######## elevator_scan_ctrl ########
## config.mk

```make
export PLATFORM = sky130hd
export DESIGN_NAME = elevator_scan_ctrl
export DESIGN_NICKNAME = d
export VERILOG_FILES = /design/src/rtl/elevator_scan_ctrl.sv
export SDC_FILE = /design/constraint.sdc
export NUM_CORES = 1
export LEC_CHECK = 0
export CORE_MARGIN = 4
export CORE_UTILIZATION = 50
export CTS_CLUSTER_SIZE = 20
export DETAILED_ROUTE_END_ITERATION = 8
export PLACE_DENSITY = 0.75
export SLEW_MARGIN = 20
export SYNTH_ARGS = -nofsm -noshare
export SYNTH_HDL_FRONTEND = slang
export SYNTH_SLANG_ARGS = --single-unit
```

## constraint.sdc

```tcl
create_clock -name clk -period 3.58 [get_ports clk]
set_input_delay 0.358 -clock clk [delete_from_list [all_inputs] [get_ports clk]]
set_output_delay 0.358 -clock clk [all_outputs]
set_load 0.02 [all_outputs]
```

## src/rtl/elevator_scan_ctrl.sv

```systemverilog
// Single-car SCAN elevator controller: pending-floor bitmap, timed travel and door dwell.
// Optional emergency stop input (freezes timers and motion) enabled by defining ESTOP_EN.
module elevator_scan_ctrl #(
  parameter int NUM_FLOORS    = 16,
  parameter int FLOOR_W       = $clog2(NUM_FLOORS),
  parameter int TRAVEL_CYCLES = 2,
  parameter int DOOR_CYCLES   = 4
) (
  input  logic                  clk,
  input  logic                  reset,
`ifdef ESTOP_EN
  input  logic                  estop,
`endif
  input  logic                  req_valid,
  input  logic [FLOOR_W-1:0]    req_floor,
  output logic [FLOOR_W-1:0]    cur_floor,
  output logic                  up,
  output logic                  down,
  output logic                  door_open,
  output logic                  stopped,
  output logic                  arrive,
  output logic [NUM_FLOORS-1:0] pending
);

  localparam int TW = $clog2(TRAVEL_CYCLES + 1);
  localparam int DW = $clog2(DOOR_CYCLES + 1);
  localparam logic [TW-1:0]      TRAVEL_LOAD = TW'(TRAVEL_CYCLES);
  localparam logic [DW-1:0]      DOOR_LOAD   = DW'(DOOR_CYCLES);
  localparam logic [FLOOR_W:0]   FLOOR_LIMIT = (FLOOR_W + 1)'(NUM_FLOORS);

  typedef enum logic [1:0] {IDLE, MOVE, DOOR} state_t;

  state_t                state_reg, state_next;
  logic                  dir_up_reg, dir_up_next;
  logic [FLOOR_W-1:0]    floor_reg, floor_next;
  logic [TW-1:0]         travel_reg, travel_next;
  logic [DW-1:0]         door_reg, door_next;
  logic                  arrive_reg, arrive_next;
  logic [NUM_FLOORS-1:0] pending_reg, pending_next;

  logic                  frozen;
  logic                  req_hit, req_here;
  logic [NUM_FLOORS-1:0] set_vec, clr_vec;
  logic [NUM_FLOORS-1:0] above, below;
  logic                  any_ahead, any_behind;
  logic [FLOOR_W-1:0]    step_floor;

`ifdef ESTOP_EN
  assign frozen = estop;
`else
  assign frozen = 1'b0;
`endif

  // Pending floors strictly above / below the car, used for SCAN direction choice.
  generate
    for (genvar gi = 0; gi < NUM_FLOORS; gi++) begin : g_side
      assign above[gi] = pending_reg[gi] && (FLOOR_W'(gi) > floor_reg);
      assign below[gi] = pending_reg[gi] && (FLOOR_W'(gi) < floor_reg);
    end
  endgenerate

  assign any_ahead  = dir_up_reg ? (|above) : (|below);
  assign any_behind = dir_up_reg ? (|below) : (|above);
  assign step_floor = dir_up_reg ? floor_reg + FLOOR_W'(1) : floor_reg - FLOOR_W'(1);
  assign req_hit    = req_valid && ({1'b0, req_floor} < FLOOR_LIMIT);
  assign req_here   = req_hit && (req_floor == floor_reg);

  always_ff @(posedge clk or posedge reset) begin
    if (reset) begin
      state_reg   <= IDLE;
      dir_up_reg  <= 1'b1;
      floor_reg   <= '0;
      travel_reg  <= '0;
      door_reg    <= '0;
      arrive_reg  <= 1'b0;
      pending_reg <= '0;
    end else begin
      state_reg   <= state_next;
      dir_up_reg  <= dir_up_next;
      floor_reg   <= floor_next;
      travel_reg  <= travel_next;
      door_reg    <= door_next;
      arrive_reg  <= arrive_next;
      pending_reg <= pending_next;
    end
  end

  always_comb begin
    state_next  = state_reg;
    dir_up_next = dir_up_reg;
    floor_next  = floor_reg;
    travel_next = travel_reg;
    door_next   = door_reg;
    arrive_next = 1'b0;
    set_vec     = '0;
    clr_vec     = '0;

    // A call for the floor the car is parked at is answered by the door, not latched.
    if (req_hit && !(req_here && state_reg != MOVE))
      set_vec = NUM_FLOORS'(1) << req_floor;

    if (!frozen) begin
      case (state_reg)
        IDLE: begin
          if (req_here) begin
            state_next = DOOR;
            door_next  = DOOR_LOAD;
          end else if (|pending_reg) begin
            if (!any_ahead)
              dir_up_next = ~dir_up_reg;
            state_next  = MOVE;
            travel_next = TRAVEL_LOAD;
          end
        end
        MOVE: begin
          if (travel_reg == TW'(1)) begin
            floor_next  = step_floor;
            travel_next = TRAVEL_LOAD;
            if (pending_reg[step_floor]) begin
              clr_vec     = NUM_FLOORS'(1) << step_floor;
              arrive_next = 1'b1;
              state_next  = DOOR;
              door_next   = DOOR_LOAD;
            end
          end else begin
            travel_next = travel_reg - TW'(1);
          end
        end
        DOOR: begin
          if (req_here) begin
            door_next = DOOR_LOAD;
          end else if (door_reg == DW'(1)) begin
            door_next = '0;
            if (any_ahead) begin
              state_next  = MOVE;
              travel_next = TRAVEL_LOAD;
            end else if (any_behind) begin
              dir_up_next = ~dir_up_reg;
              state_next  = MOVE;
              travel_next = TRAVEL_LOAD;
            end else begin
              state_next = IDLE;
            end
          end else begin
            door_next = door_reg - DW'(1);
          end
        end
        default: state_next = IDLE;
      endcase
    end

    // Clear beats a same-cycle set: the car is standing at that floor.
    pending_next = (pending_reg | set_vec) & ~clr_vec;

    door_open = (state_reg != MOVE);
    stopped   = (state_reg != MOVE) || frozen;
    up        = (state_reg == MOVE) && dir_up_reg && !frozen;
    down      = (state_reg == MOVE) && !dir_up_reg && !frozen;
  end

  assign cur_floor = floor_reg;
  assign arrive    = arrive_reg;
  assign pending   = pending_reg;

endmodule
```

######## exu_branch_stage ########
## config.mk

```make
export PLATFORM = sky130hd
export DESIGN_NAME = exu_branch_stage
export DESIGN_NICKNAME = d
export VERILOG_FILES = /design/src/rtl/exu_branch_stage.sv
export SDC_FILE = /design/constraint.sdc
export NUM_CORES = 1
export LEC_CHECK = 0
export CAP_MARGIN = 20
export CORE_MARGIN = 2
export CORE_UTILIZATION = 28
export CTS_CLUSTER_SIZE = 16
export DETAILED_ROUTE_END_ITERATION = 10
export PLACE_DENSITY = 0.66
export SLEW_MARGIN = 20
export SYNTH_ARGS = -nofsm -noshare
export SYNTH_HDL_FRONTEND = slang
export SYNTH_SLANG_ARGS = --single-unit
```

## constraint.sdc

```tcl
create_clock -name clk -period 1.4 [get_ports clk]
set_clock_uncertainty 0.2 [all_clocks]
set_input_delay 0.21 -clock clk [delete_from_list [all_inputs] [get_ports clk]]
set_output_delay 0.21 -clock clk [all_outputs]
set_load 0.05 [all_outputs]
```

## src/rtl/exu_branch_stage.sv

```systemverilog
// exu_branch_stage: EX->MEM pipeline register with conditional-branch resolution.
// Holds one ALU result behind a valid/ready handshake and raises a one-cycle
// redirect to fetch when an accepted branch is taken.
// Optional build macro EXU_BRANCH_STAT_EN adds the br_cnt / br_taken_cnt counters.
module exu_branch_stage #(
   parameter int unsigned DATA_LEN = 32,
   parameter int unsigned REG_ADDR = 5
) (
   input  logic                clk,
   input  logic                rst_n,
   input  logic                flush,
   input  logic                in_valid,
   output logic                in_ready,
   input  logic [DATA_LEN-1:0] alu_res,
   input  logic                alu_eq,
   input  logic                alu_neq,
   input  logic                alu_lt,
   input  logic                alu_ge,
   input  logic                alu_ltu,
   input  logic                alu_geu,
   input  logic                is_branch,
   input  logic [2:0]          br_funct3,
   input  logic [DATA_LEN-1:0] br_target,
   input  logic [REG_ADDR-1:0] rd,
   input  logic                rd_wen,
   output logic                out_valid,
   input  logic                out_ready,
   output logic [DATA_LEN-1:0] out_res,
   output logic [REG_ADDR-1:0] out_rd,
   output logic                out_rd_wen,
   output logic                redirect_valid,
   output logic [DATA_LEN-1:0] redirect_pc
`ifdef EXU_BRANCH_STAT_EN
   ,
   output logic [31:0]         br_cnt,
   output logic [31:0]         br_taken_cnt
`endif
);

   localparam int unsigned CNT_W = 32;

   logic                out_valid_q,      out_valid_d;
   logic [DATA_LEN-1:0] out_res_q,        out_res_d;
   logic [REG_ADDR-1:0] out_rd_q,         out_rd_d;
   logic                out_rd_wen_q,     out_rd_wen_d;
   logic                redirect_valid_q, redirect_valid_d;
   logic [DATA_LEN-1:0] redirect_pc_q,    redirect_pc_d;

   logic cond_met_c;
   logic br_taken_c;
   logic accept_c;

   // Branch condition selected by funct3; the two reserved encodings never take
   always_comb begin
      cond_met_c = 1'b0;
      case (br_funct3)
         3'b000:  cond_met_c = alu_eq;
         3'b001:  cond_met_c = alu_neq;
         3'b100:  cond_met_c = alu_lt;
         3'b101:  cond_met_c = alu_ge;
         3'b110:  cond_met_c = alu_ltu;
         3'b111:  cond_met_c = alu_geu;
         default: cond_met_c = 1'b0;
      endcase
   end

   // Stage is free when empty or when the held entry leaves this cycle
   assign in_ready   = ~out_valid_q | out_ready;
   assign accept_c   = in_valid & in_ready & ~flush;
   assign br_taken_c = is_branch & cond_met_c;

   // Next-state for the valid bit, payload and redirect
   always_comb begin
      out_valid_d      = out_valid_q;
      out_res_d        = out_res_q;
      out_rd_d         = out_rd_q;
      out_rd_wen_d     = out_rd_wen_q;
      redirect_pc_d    = redirect_pc_q;
      redirect_valid_d = accept_c & br_taken_c;

      if (flush) begin
         out_valid_d = 1'b0;
      end else if (accept_c) begin
         out_valid_d = 1'b1;
      end else if (out_valid_q && out_ready) begin
         out_valid_d = 1'b0;
      end

      if (accept_c) begin
         out_res_d    = alu_res;
         out_rd_d     = rd;
         out_rd_wen_d = rd_wen & ~is_branch;
      end

      if (accept_c && br_taken_c) begin
         redirect_pc_d = br_target;
      end
   end

   // Pipeline registers with synchronous reset
   always_ff @(posedge clk) begin
      if (!rst_n) begin
         out_valid_q      <= 1'b0;
         out_res_q        <= '0;
         out_rd_q         <= '0;
         out_rd_wen_q     <= 1'b0;
         redirect_valid_q <= 1'b0;
         redirect_pc_q    <= '0;
      end else begin
         out_valid_q      <= out_valid_d;
         out_res_q        <= out_res_d;
         out_rd_q         <= out_rd_d;
         out_rd_wen_q     <= out_rd_wen_d;
         redirect_valid_q <= redirect_valid_d;
         redirect_pc_q    <= redirect_pc_d;
      end
   end

   assign out_valid      = out_valid_q;
   assign out_res        = out_res_q;
   assign out_rd         = out_rd_q;
   assign out_rd_wen     = out_rd_wen_q;
   assign redirect_valid = redirect_valid_q;
   assign redirect_pc    = redirect_pc_q;

`ifdef EXU_BRANCH_STAT_EN
   logic [CNT_W-1:0] br_cnt_q,       br_cnt_d;
   logic [CNT_W-1:0] br_taken_cnt_q, br_taken_cnt_d;

   // Accepted-branch statistics; flushed entries are never accepted so never counted
   always_comb begin
      br_cnt_d       = br_cnt_q;
      br_taken_cnt_d = br_taken_cnt_q;
      if (accept_c && is_branch) begin
         br_cnt_d = br_cnt_q + CNT_W'(1);
      end
      if (accept_c && br_taken_c) begin
         br_taken_cnt_d = br_taken_cnt_q + CNT_W'(1);
      end
   end

   // Counter registers, wrap naturally
   always_ff @(posedge clk) begin
      if (!rst_n) begin
         br_cnt_q       <= '0;
         br_taken_cnt_q <= '0;
      end else begin
         br_cnt_q       <= br_cnt_d;
         br_taken_cnt_q <= br_taken_cnt_d;
      end
   end

   assign br_cnt       = br_cnt_q;
   assign br_taken_cnt = br_taken_cnt_q;
`endif

endmodule

```

######## median_window_3x3 ########
[src/rtl/median_window_3x3.sv]
// ---------------------------------------------------------------------------
// median_window_3x3
//
// Builds a sliding 3x3 pixel window from a raster-order pixel stream. The
// window is the front end for a 3x3 median (or any 3x3 kernel) stage.
//
// Two line buffers hold the previous two rows. A 3x3 shift register takes
// one new right-hand column per accepted pixel. A window is flagged valid
// only when all nine pixels come from the current frame and the current row
// span, so the first two rows and the first two columns of each row
// produce no output.
//
// Parameters
//   WIDTH  pixel bit width
//   IMG_W  pixels per row  (>= 3)
//   IMG_H  rows per frame  (>= 3)
//
// Ports
//   i_clk          clock, rising edge
//   i_rst          synchronous active-high reset
//   i_valid        qualifies i_pixel; a pixel is accepted when i_valid=1
//   i_pixel        raster-order pixel, row-major, frame-contiguous
//   o_win_0..8     3x3 window, row-major (0 top-left, 4 centre, 8 bottom-right)
//   o_valid        window outputs are valid this cycle
//   o_frame_done   one-cycle pulse with the last window of a frame
// ---------------------------------------------------------------------------
module median_window_3x3 #(
    parameter int WIDTH = 8,
    parameter int IMG_W = 64,
    parameter int IMG_H = 64
) (
    input  logic             i_clk,
    input  logic             i_rst,
    input  logic             i_valid,
    input  logic [WIDTH-1:0] i_pixel,
    output logic [WIDTH-1:0] o_win_0,
    output logic [WIDTH-1:0] o_win_1,
    output logic [WIDTH-1:0] o_win_2,
    output logic [WIDTH-1:0] o_win_3,
    output logic [WIDTH-1:0] o_win_4,
    output logic [WIDTH-1:0] o_win_5,
    output logic [WIDTH-1:0] o_win_6,
    output logic [WIDTH-1:0] o_win_7,
    output logic [WIDTH-1:0] o_win_8,
    output logic             o_valid,
    output logic             o_frame_done
);

    localparam int CW = (IMG_W > 1) ? $clog2(IMG_W) : 1;
    localparam int RW = (IMG_H > 1) ? $clog2(IMG_H) : 1;

    localparam logic [CW-1:0] COL_LAST = CW'(IMG_W - 1);
    localparam logic [RW-1:0] ROW_LAST = RW'(IMG_H - 1);
    localparam logic [CW-1:0] COL_TWO  = CW'(2);
    localparam logic [RW-1:0] ROW_TWO  = RW'(2);

    logic [CW-1:0]    r_col;
    logic [RW-1:0]    r_row;
    logic [WIDTH-1:0] r_line1 [IMG_W];   // row-1
    logic [WIDTH-1:0] r_line2 [IMG_W];   // row-2
    logic [WIDTH-1:0] r_win   [9];
    logic             r_valid;
    logic             r_frame_done;

    logic             w_accept;
    logic             w_col_last;
    logic             w_row_last;
    logic             w_win_ok;
    logic [WIDTH-1:0] w_top_new;
    logic [WIDTH-1:0] w_mid_new;

    // Reset wins over i_valid so the first pixel after reset is (0,0).
    assign w_accept   = i_valid & ~i_rst;
    assign w_col_last = (r_col == COL_LAST);
    assign w_row_last = (r_row == ROW_LAST);

    // Only rows >= 2 have two in-frame rows above them in the line buffers,
    // and only cols >= 2 have two in-row columns to the left in the shift
    // register; anything else would mix in wrapped or previous-frame data.
    assign w_win_ok   = (r_row >= ROW_TWO) && (r_col >= COL_TWO);

    assign w_top_new  = r_line2[r_col];
    assign w_mid_new  = r_line1[r_col];

    always_ff @(posedge i_clk) begin
        if (i_rst) begin
            r_col <= '0;
            r_row <= '0;
        end else if (w_accept) begin
            if (w_col_last) begin
                r_col <= '0;
                r_row <= w_row_last ? '0 : r_row + RW'(1);
            end else begin
                r_col <= r_col + CW'(1);
            end
        end
    end

    // Line buffers are not cleared: stale contents are never exposed because
    // rows 0 and 1 of every frame rewrite every entry before a window is valid.
    always_ff @(posedge i_clk) begin
        if (w_accept) begin
            r_line2[r_col] <= w_mid_new;
            r_line1[r_col] <= i_pixel;
        end
    end

    always_ff @(posedge i_clk) begin
        if (i_rst) begin
            for (int k = 0; k < 9; k++) begin
                r_win[k] <= '0;
            end
        end else if (w_accept) begin
            r_win[0] <= r_win[1];
            r_win[1] <= r_win[2];
            r_win[2] <= w_top_new;
            r_win[3] <= r_win[4];
            r_win[4] <= r_win[5];
            r_win[5] <= w_mid_new;
            r_win[6] <= r_win[7];
            r_win[7] <= r_win[8];
            r_win[8] <= i_pixel;
        end
    end

    always_ff @(posedge i_clk) begin
        if (i_rst) begin
            r_valid      <= 1'b0;
            r_frame_done <= 1'b0;
        end else begin
            r_valid      <= w_accept & w_win_ok;
            r_frame_done <= w_accept & w_col_last & w_row_last;
        end
    end

    assign o_win_0      = r_win[0];
    assign o_win_1      = r_win[1];
    assign o_win_2      = r_win[2];
    assign o_win_3      = r_win[3];
    assign o_win_4      = r_win[4];
    assign o_win_5      = r_win[5];
    assign o_win_6      = r_win[6];
    assign o_win_7      = r_win[7];
    assign o_win_8      = r_win[8];
    assign o_valid      = r_valid;
    assign o_frame_done = r_frame_done;

endmodule

[config.mk]
export PLATFORM = sky130hd
export DESIGN_NAME = median_window_3x3
export DESIGN_NICKNAME = d
export VERILOG_FILES = /design/src/rtl/median_window_3x3.sv
export SDC_FILE = /design/constraint.sdc
export NUM_CORES = 1
export LEC_CHECK = 0
export ABC_AREA = 1
export CORE_MARGIN = 3
export CORE_UTILIZATION = 30
export DETAILED_ROUTE_END_ITERATION = 12
export SYNTH_ARGS = -nofsm -noshare
export SYNTH_HDL_FRONTEND = slang
export SYNTH_SLANG_ARGS = --single-unit
[constraint.sdc]
create_clock -name i_clk -period 3.1 [get_ports i_clk]
set_input_delay 0.62 -clock i_clk [delete_from_list [all_inputs] [get_ports i_clk]]
set_output_delay 0.62 -clock i_clk [all_outputs]
set_load 0.02 [all_outputs]

==> layout pictures side by side <==
Where the registers sit.
image #1
Drawn at 1 px/um.
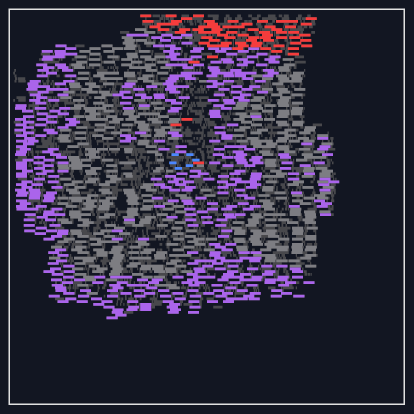
image #2
Drawn at 4 px/um.
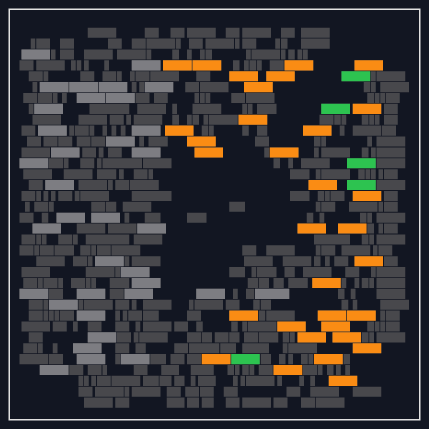
image #3
Drawn at 4 px/um.
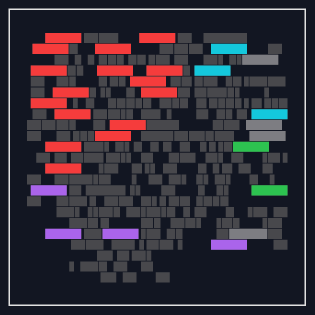
Image #2 comes from exu_branch_stage.
Image #3 comes from elevator_scan_ctrl.
Image #1 comes from median_window_3x3.
- most sequential cells: image #1
- fewest sequential cells: image #3

Figure 1. Clock wiring as the flow saved it (exu_branch_stage).
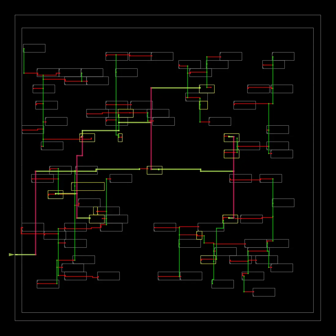
Latency at later pin: 0.34 ns
Clock Sinks: 72
FF+latch count: 72
clkbuf count: 12
CTS buffer count: 9

==> flow_summary_export.csv, exu_branch_stage <==
group,metric,value,unit
finish,inv_count,2,
yosys,topCellsByArea,"dfxtp_1 53%, nand2_1 19%, mux2i_1 13%",
status,violations,"negative setup slack",
worst_hold_path,min_path_type,"primary input to flip-flop",
setup_path,crit_fanout,7,
global_routing,grt_max_degree,41,
die,die_h,102,um
yosys,avgSynthCellArea,8.47,sq um
sta,slew_viol_final,0,
sta,setup_viol,72,
power_and_ir_drop,clockPowerShare,0.327,
yosys,synth.distinct_cells,16,
clock_tree,cts.htree.levels,3,
finish,sh_comb_area,0.210,
power_and_ir_drop,seq-power,2.19,mW
setup_path,worstSetupPathType,"primary input to flip-flop",
sta,setup_ws,-0.236,ns
status,status,"complete, but fails checks",
-- exu_branch_stage: layout by cell type (no fill, tap or decap), types with 2 or more instances in the layout --
cell type,n
a21oi_1,38
buf_12,78
buf_16,3
buf_4,10
buf_6,6
clkbuf_1,2
clkbuf_8,10
clkdlybuf4s50_1,78
dfxtp_1,71
dlygate4sd2_1,3
dlymetal6s2s_1,2
mux2i_1,35
nand2_1,140
nand3b_1,2
-- exu_branch_stage: what timing repair did --
item / CTS / global route
gates cloned: 3 / 1
buffers inserted: 5 / 2
endpoints found under the hold margin: 0 / 0
resized: 13 / 6
endpoints found under the setup margin: 72 / 73
pin swaps: 3 / 1
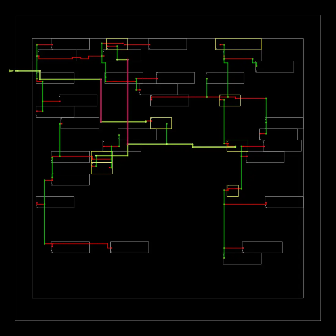
Figure 2: elevator_scan_ctrl, clock wiring as the flow saved it.
Clock Sinks: 29
FF+latch count: 29

Figure 3. Floorplan with the power grid (elevator_scan_ctrl).
Drawn at 4 px/um. Pins as bars on the die edge.
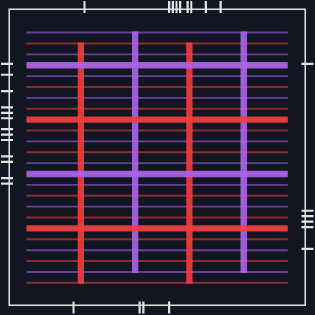
Key: purple = VDD; red = VSS
The core has 23 rows. 32 signal pins sit on the boundary. 4 straps on met5.
Die Span Y: 73.6 um
Max rail drop VDD: 0.000557 V
total core area: 4090 sq um
die width: 73.6 um

==> flow_summary_export.csv, elevator_scan_ctrl <==
group,metric,value,unit
yosys,top_logic_kind,"AND-OR/OR-AND gates",
status,status,"complete, no violations",
finish,nonClkBufAreaFrac,0.123,
yosys,ys_seq_share,0.337,
clock_tree,cts_root_buffer,"clkbuf_8",
clock_tree,cts_tree,"built",
sta,setup_viol,0,
setup_path,path_delay_family,"AND-OR/OR-AND gates",
global_routing,grt_max_degree,30,
power_and_ir_drop,seq-power,732,uW
finish,regArea,727,sq um
finish,utilization,0.632,
sta,rsz0062_at_grt,"false",
clock_tree,insertion_delay,0.28,ns
run,tool_warnings,32,
power_and_ir_drop,power.density,938,nW/um^2
yosys,async_flop_share,1.00,
setup_path,crit_slowest_cell,"dfrtp_1",
finish,fin_area,2580,sq um
power_and_ir_drop,p_leak,1.05,nW
routing,topRoutingLayerUsed,"met4",
die,dieArea,5420,sq um
-- elevator_scan_ctrl: final timing paths --
kind	slack, ns	to	cells past startpoint
setup / recovery	0.86	state_reg[0]$_DFFE_PP0P_	7
max in group asynchronous	2.71	state_reg[0]$_DFFE_PP0P_	2
setup reg to reg	0.86	state_reg[0]$_DFFE_PP0P_	7
hold reg to reg	0.54	door_reg[2]$_DFFE_PP0P_	2
hold / removal	0.47	door_reg[0]$_DFFE_PP0P_	2
min in group clk	0.54	door_reg[2]$_DFFE_PP0P_	2
Figure 4. Floorplan with the power grid (median_window_3x3).
Drawn at 1 px/um. Pins as bars on the die edge.
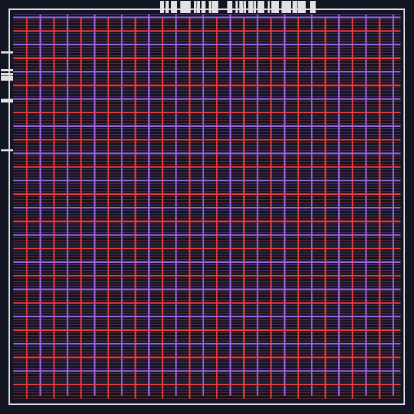
Key: purple = VDD; red = VSS
85 signal pins sit on the boundary. 28 straps on met5. The core has 141 rows. 142 met1 rails follow the rows.
Die Span Y: 394 um
die width: 394 um
total core area: 149000 sq um
Max rail drop VDD: 0.000465 V

==> flow_summary_export.csv, median_window_3x3 <==
group,metric,value,unit
status,status,"complete, no violations",
clock_tree,cts_buffer_depth,3,
power_and_ir_drop,combPwrFrac,0.085,
routing,topRoutingLayerUsed,"met4",
global_routing,gr-usage-met1,0.202,
clock_tree,cts_inserted_buffers,114,
sta,setup_viol,0,
yosys,largest_area_cell,"edfxtp_1",
clock_tree,cts_hold_buf,0,
setup_path,reg2reg_depth,11,
worst_hold_path,min_path_cells,1,
finish,n_antenna_cell,1,
power_and_ir_drop,seqPwrFrac,0.514,
global_routing,use_met2,0.244,
routing,vias,29000,
power_and_ir_drop,pg_comb,2.81,mW
global_routing,grt_use_total,0.148,
yosys,ys_seq_share,0.739,
worst_hold_path,hold_start,"i_pixel[5]",
setup_path,cpPeakStageDelay,0.46,ns
finish,fillers,14400,
routing,drc_errors,0,
yosys,syn_inst,3789,
yosys,yosys_area,45100,sq um
global_routing,grt_pass1_vias,28000,
setup_path,crit_chain,"inv_16 -> buf_12 -> nand2_1 -> nand3_1 -> nand3_1 -> nand2_1 -> nand2_1 -> nand3_1 -> nand3_1 -> nand2_2 -> buf_12",
setup_path,path_depth,11,
yosys,yosys_warnings,0,
global_routing,grt_remaining_overflow,0,
sta,fmax,347,MHz
-- median_window_3x3: worst register-to-register path: cells and delay by family, from the launching register on --
kind | cells | cell delay [ns]
buf+inv | 3 | 1.07
flops | 1 | 0.46
simple gates | 8 | 1.06
-- median_window_3x3: kinds of logic after synthesis --
family                   count (synthesis)  share of synthesized area
buffers and inverters                  310                     0.0366
AND-OR/OR-AND                           32                    0.00389
AND/OR/NAND/NOR                       2327                      0.219
flip-flops                            1116                      0.739
adder cells (fa/ha/maj)                  4                    0.00111

######## store_drain_buffer ########
Figure 5. Floorplan with the power grid (store_drain_buffer).
Drawn at 2 px/um. Pins as bars on the die edge.
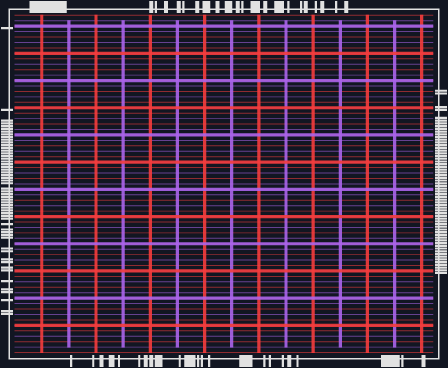
Figure 6. Clock wiring as the flow saved it (store_drain_buffer).
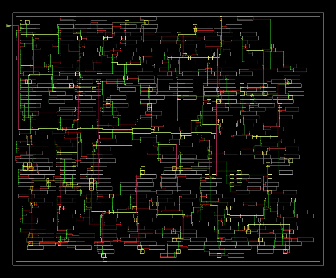
Figure 7. Signal wires on met2 (store_drain_buffer).
Drawn at 2 px/um.
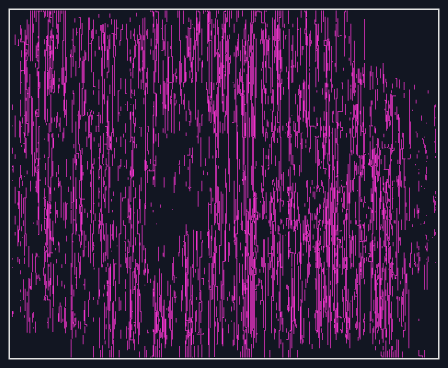
[src/rtl/store_drain_buffer.sv]
// Store queue that drains into a word-only data memory write port.
// Byte and halfword stores are completed as read-modify-write of the addressed word.
module store_drain_buffer #(
  parameter int unsigned DEPTH = 4,
  parameter int unsigned CNT_W = 3
) (
  input  logic             clk,
  input  logic             reset,
  input  logic             st_valid,
  output logic             st_ready,
  input  logic [31:0]      st_addr,
  input  logic [31:0]      st_data,
  input  logic [1:0]       st_type,
  input  logic [31:0]      st_pc,
  output logic             dm_MW,
  output logic [31:0]      dm_WA,
  output logic [31:0]      dm_WD,
  output logic [31:0]      dm_WPC,
  input  logic [31:0]      dm_MD,
  output logic             empty,
  output logic [CNT_W-1:0] count
);

  localparam int unsigned PTR_W = $clog2(DEPTH);

  localparam logic [1:0] TYPE_BYTE = 2'd1;
  localparam logic [1:0] TYPE_HALF = 2'd2;

  typedef struct packed {
    logic [31:0] addr;
    logic [31:0] data;
    logic [1:0]  typ;
    logic [31:0] pc;
  } entry_t;

  typedef enum logic [1:0] {
    IDLE = 2'd0,
    RD   = 2'd1,
    WR   = 2'd2
  } state_t;

  entry_t           mem [DEPTH];
  entry_t           head;
  logic [PTR_W-1:0] wr_ptr;
  logic [PTR_W-1:0] rd_ptr;
  logic [CNT_W-1:0] count_q;
  state_t           state;
  logic [31:0]      merged_q;
  logic [31:0]      merged_c;
  logic             push;
  logic             pop;
  logic             head_is_rmw;

  assign head        = mem[rd_ptr];
  assign st_ready    = (count_q < CNT_W'(DEPTH));
  assign push        = st_valid && st_ready;
  assign pop         = (state == WR);
  assign head_is_rmw = (head.typ == TYPE_BYTE) || (head.typ == TYPE_HALF);
  assign empty       = (count_q == '0) && (state == IDLE);
  assign count       = count_q;

  // Entry storage needs no reset: occupancy is tracked by the pointers.
  always_ff @(posedge clk) begin
    if (push) begin
      mem[wr_ptr] <= '{addr: st_addr, data: st_data, typ: st_type, pc: st_pc};
    end
  end

  always_ff @(posedge clk or negedge reset) begin
    if (!reset) begin
      wr_ptr  <= '0;
      rd_ptr  <= '0;
      count_q <= '0;
    end else begin
      if (push) wr_ptr <= wr_ptr + PTR_W'(1);
      if (pop)  rd_ptr <= rd_ptr + PTR_W'(1);
      case ({push, pop})
        2'b10:   count_q <= count_q + CNT_W'(1);
        2'b01:   count_q <= count_q - CNT_W'(1);
        default: count_q <= count_q;
      endcase
    end
  end

  // Drain sequencer; merged word is captured from memory at the end of RD.
  always_ff @(posedge clk or negedge reset) begin
    if (!reset) begin
      state    <= IDLE;
      merged_q <= '0;
    end else begin
      case (state)
        IDLE: begin
          if (count_q != '0) state <= head_is_rmw ? RD : WR;
        end
        RD: begin
          merged_q <= merged_c;
          state    <= WR;
        end
        WR:      state <= IDLE;
        default: state <= IDLE;
      endcase
    end
  end

  // Insert the head's byte/half into the word currently read from memory.
  always_comb begin
    merged_c = dm_MD;
    if (head.typ == TYPE_BYTE) begin
      case (head.addr[1:0])
        2'd0:    merged_c[7:0]   = head.data[7:0];
        2'd1:    merged_c[15:8]  = head.data[7:0];
        2'd2:    merged_c[23:16] = head.data[7:0];
        default: merged_c[31:24] = head.data[7:0];
      endcase
    end else if (head.typ == TYPE_HALF) begin
      if (head.addr[1]) merged_c[31:16] = head.data[15:0];
      else              merged_c[15:0]  = head.data[15:0];
    end
  end

  // Memory port is decoded from registered state only, so reset kills a write at once.
  always_comb begin
    dm_MW  = 1'b0;
    dm_WA  = '0;
    dm_WD  = '0;
    dm_WPC = '0;
    case (state)
      RD: begin
        dm_WA  = {head.addr[31:2], 2'b00};
        dm_WPC = head.pc;
      end
      WR: begin
        dm_MW  = 1'b1;
        dm_WA  = {head.addr[31:2], 2'b00};
        dm_WPC = head.pc;
        dm_WD  = head_is_rmw ? merged_q : head.data;
      end
      default: ;
    endcase
  end

endmodule

[config.mk]
export PLATFORM = sky130hd
export DESIGN_NAME = store_drain_buffer
export DESIGN_NICKNAME = d
export VERILOG_FILES = /design/src/rtl/store_drain_buffer.sv
export SDC_FILE = /design/constraint.sdc
export NUM_CORES = 1
export LEC_CHECK = 0
export CELL_PAD_IN_SITES_DETAIL_PLACEMENT = 0
export CELL_PAD_IN_SITES_GLOBAL_PLACEMENT = 1
export CORE_AREA = 2 2 212 172
export CTS_BUF_LIST = sky130_fd_sc_hd__clkbuf_4
export CTS_CLUSTER_DIAMETER = 100
export DETAILED_ROUTE_END_ITERATION = 12
export DIE_AREA = 0 0 214 174
export PLACE_DENSITY_LB_ADDON = 0.25
export SETUP_SLACK_MARGIN = 0.05
export SLEW_MARGIN = 10
export SYNTH_ARGS = -nofsm -noshare
export SYNTH_HDL_FRONTEND = slang
export SYNTH_SLANG_ARGS = --single-unit
[constraint.sdc]
create_clock -name clk -period 8.42 [get_ports clk]
set_input_delay 2.526 -clock clk [delete_from_list [all_inputs] [get_ports clk]]
set_output_delay 2.526 -clock clk [all_outputs]
set_load 0.02 [all_outputs]
==> flow_summary_export.csv <==
group,metric,value,unit
finish,sh_comb_area,0.196,
clock_tree,cts.htree.levels,3,
finish,largest_register,"mem",
clock_tree,clk_pin_slew_worst_paths,0.07,ns
setup_path,reg2reg_depth,7,
setup_path,path_delay_family,"adder cells",
setup_path,cpPeakStageDelay,1.07,ns
clock_tree,cts_root_buffer,"clkbuf_4",
worst_hold_path,holdPathEnd,"count[0]$_DFFE_PN0P_",
clock_tree,cts_buffer_depth,3,
global_routing,met3_usage,0.0800,
power_and_ir_drop,switching_share,0.344,
yosys,ys_cells,867,
global_routing,grt_use_total,0.215,
finish,fin_area,21500,sq um
power_and_ir_drop,top_power_group,"combinational cells",
finish,n_antenna_cell,5,
finish,mostFrequentLayoutCells,"392 x edfxtp_1, 231 x clkdlybuf4s50_1, 159 x clkbuf_4",
global_routing,grt_pass1_vias,9975,
sta,final.setup.tns,0,ns
setup_path,crit_buf_inv,1,
status,status,"complete, no violations",
yosys,largest_area_cell,"edfxtp_1",
yosys,top_logic_kind,"multiplexers",
Notes on Figure 5 above:
Key: red = VSS; purple = VDD
235 signal pins sit on the boundary. 15 straps on met4. 12 straps on met5.
Max rail drop VDD: 0.000232 V
Die Span Y: 174 um
die width: 214 um
total core area: 35300 sq um

Notes on Figure 6 above:
clk_skew: 0.0385 ns
clkbuf count: 159
FF+latch count: 433

Notes on Figure 7 above:
The layer holds 47% of the routed length. The wires run mostly vertical. The layer carries 18700 um of wire. The longest straight run is 84.3 um. 1176 nets have wire on it.
GRT met2 Usage: 0.334
drt total wl: 39600 um
DR vias: 9352

==> how the worst max path moves through the flow <==
| stage | start | to | cells after the start |
|---|---|---|---|
| after global placement | rd_ptr[1]$_DFFE_PN0P_ | dm_WD[21] | 5 |
| after global routing | rd_ptr[1]$_DFFE_PN0P_ | dm_WD[15] | 5 |
| after CTS | rd_ptr[1]$_DFFE_PN0P_ | dm_WD[27] | 5 |
| after floorplan | st_valid | mem[0][0]$_DFFE_PP_ | 3 |
| final | rd_ptr[1]$_DFFE_PN0P_ | dm_WD[27] | 5 |
| after detailed placement | rd_ptr[1]$_DFFE_PN0P_ | dm_WD[27] | 5 |


==> screenshots <==
Signal wires on met2.
(a)
Drawn at 1 px/um.
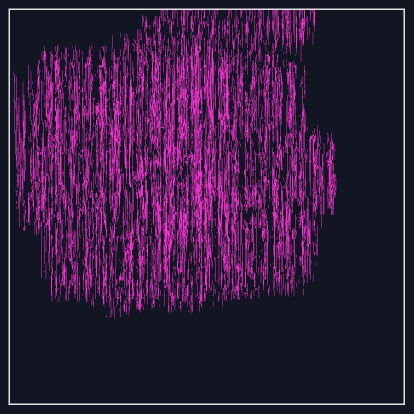
(b)
Drawn at 4 px/um.
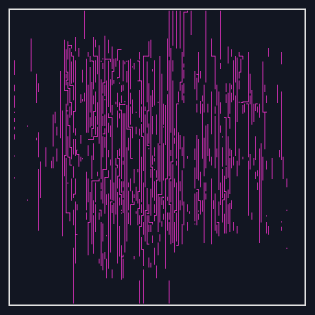
(c)
Drawn at 4 px/um.
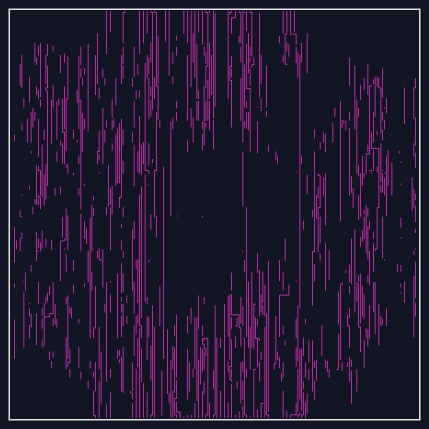
elevator_scan_ctrl: (b)
exu_branch_stage: (c)
median_window_3x3: (a)
The one with the largest die is (a).
The one with the smallest die is (b).

Key to (b):
228 nets have wire on it. The layer carries 2710 um of wire. The wires run mostly vertical.

Power and IR drop assume default switching activity.
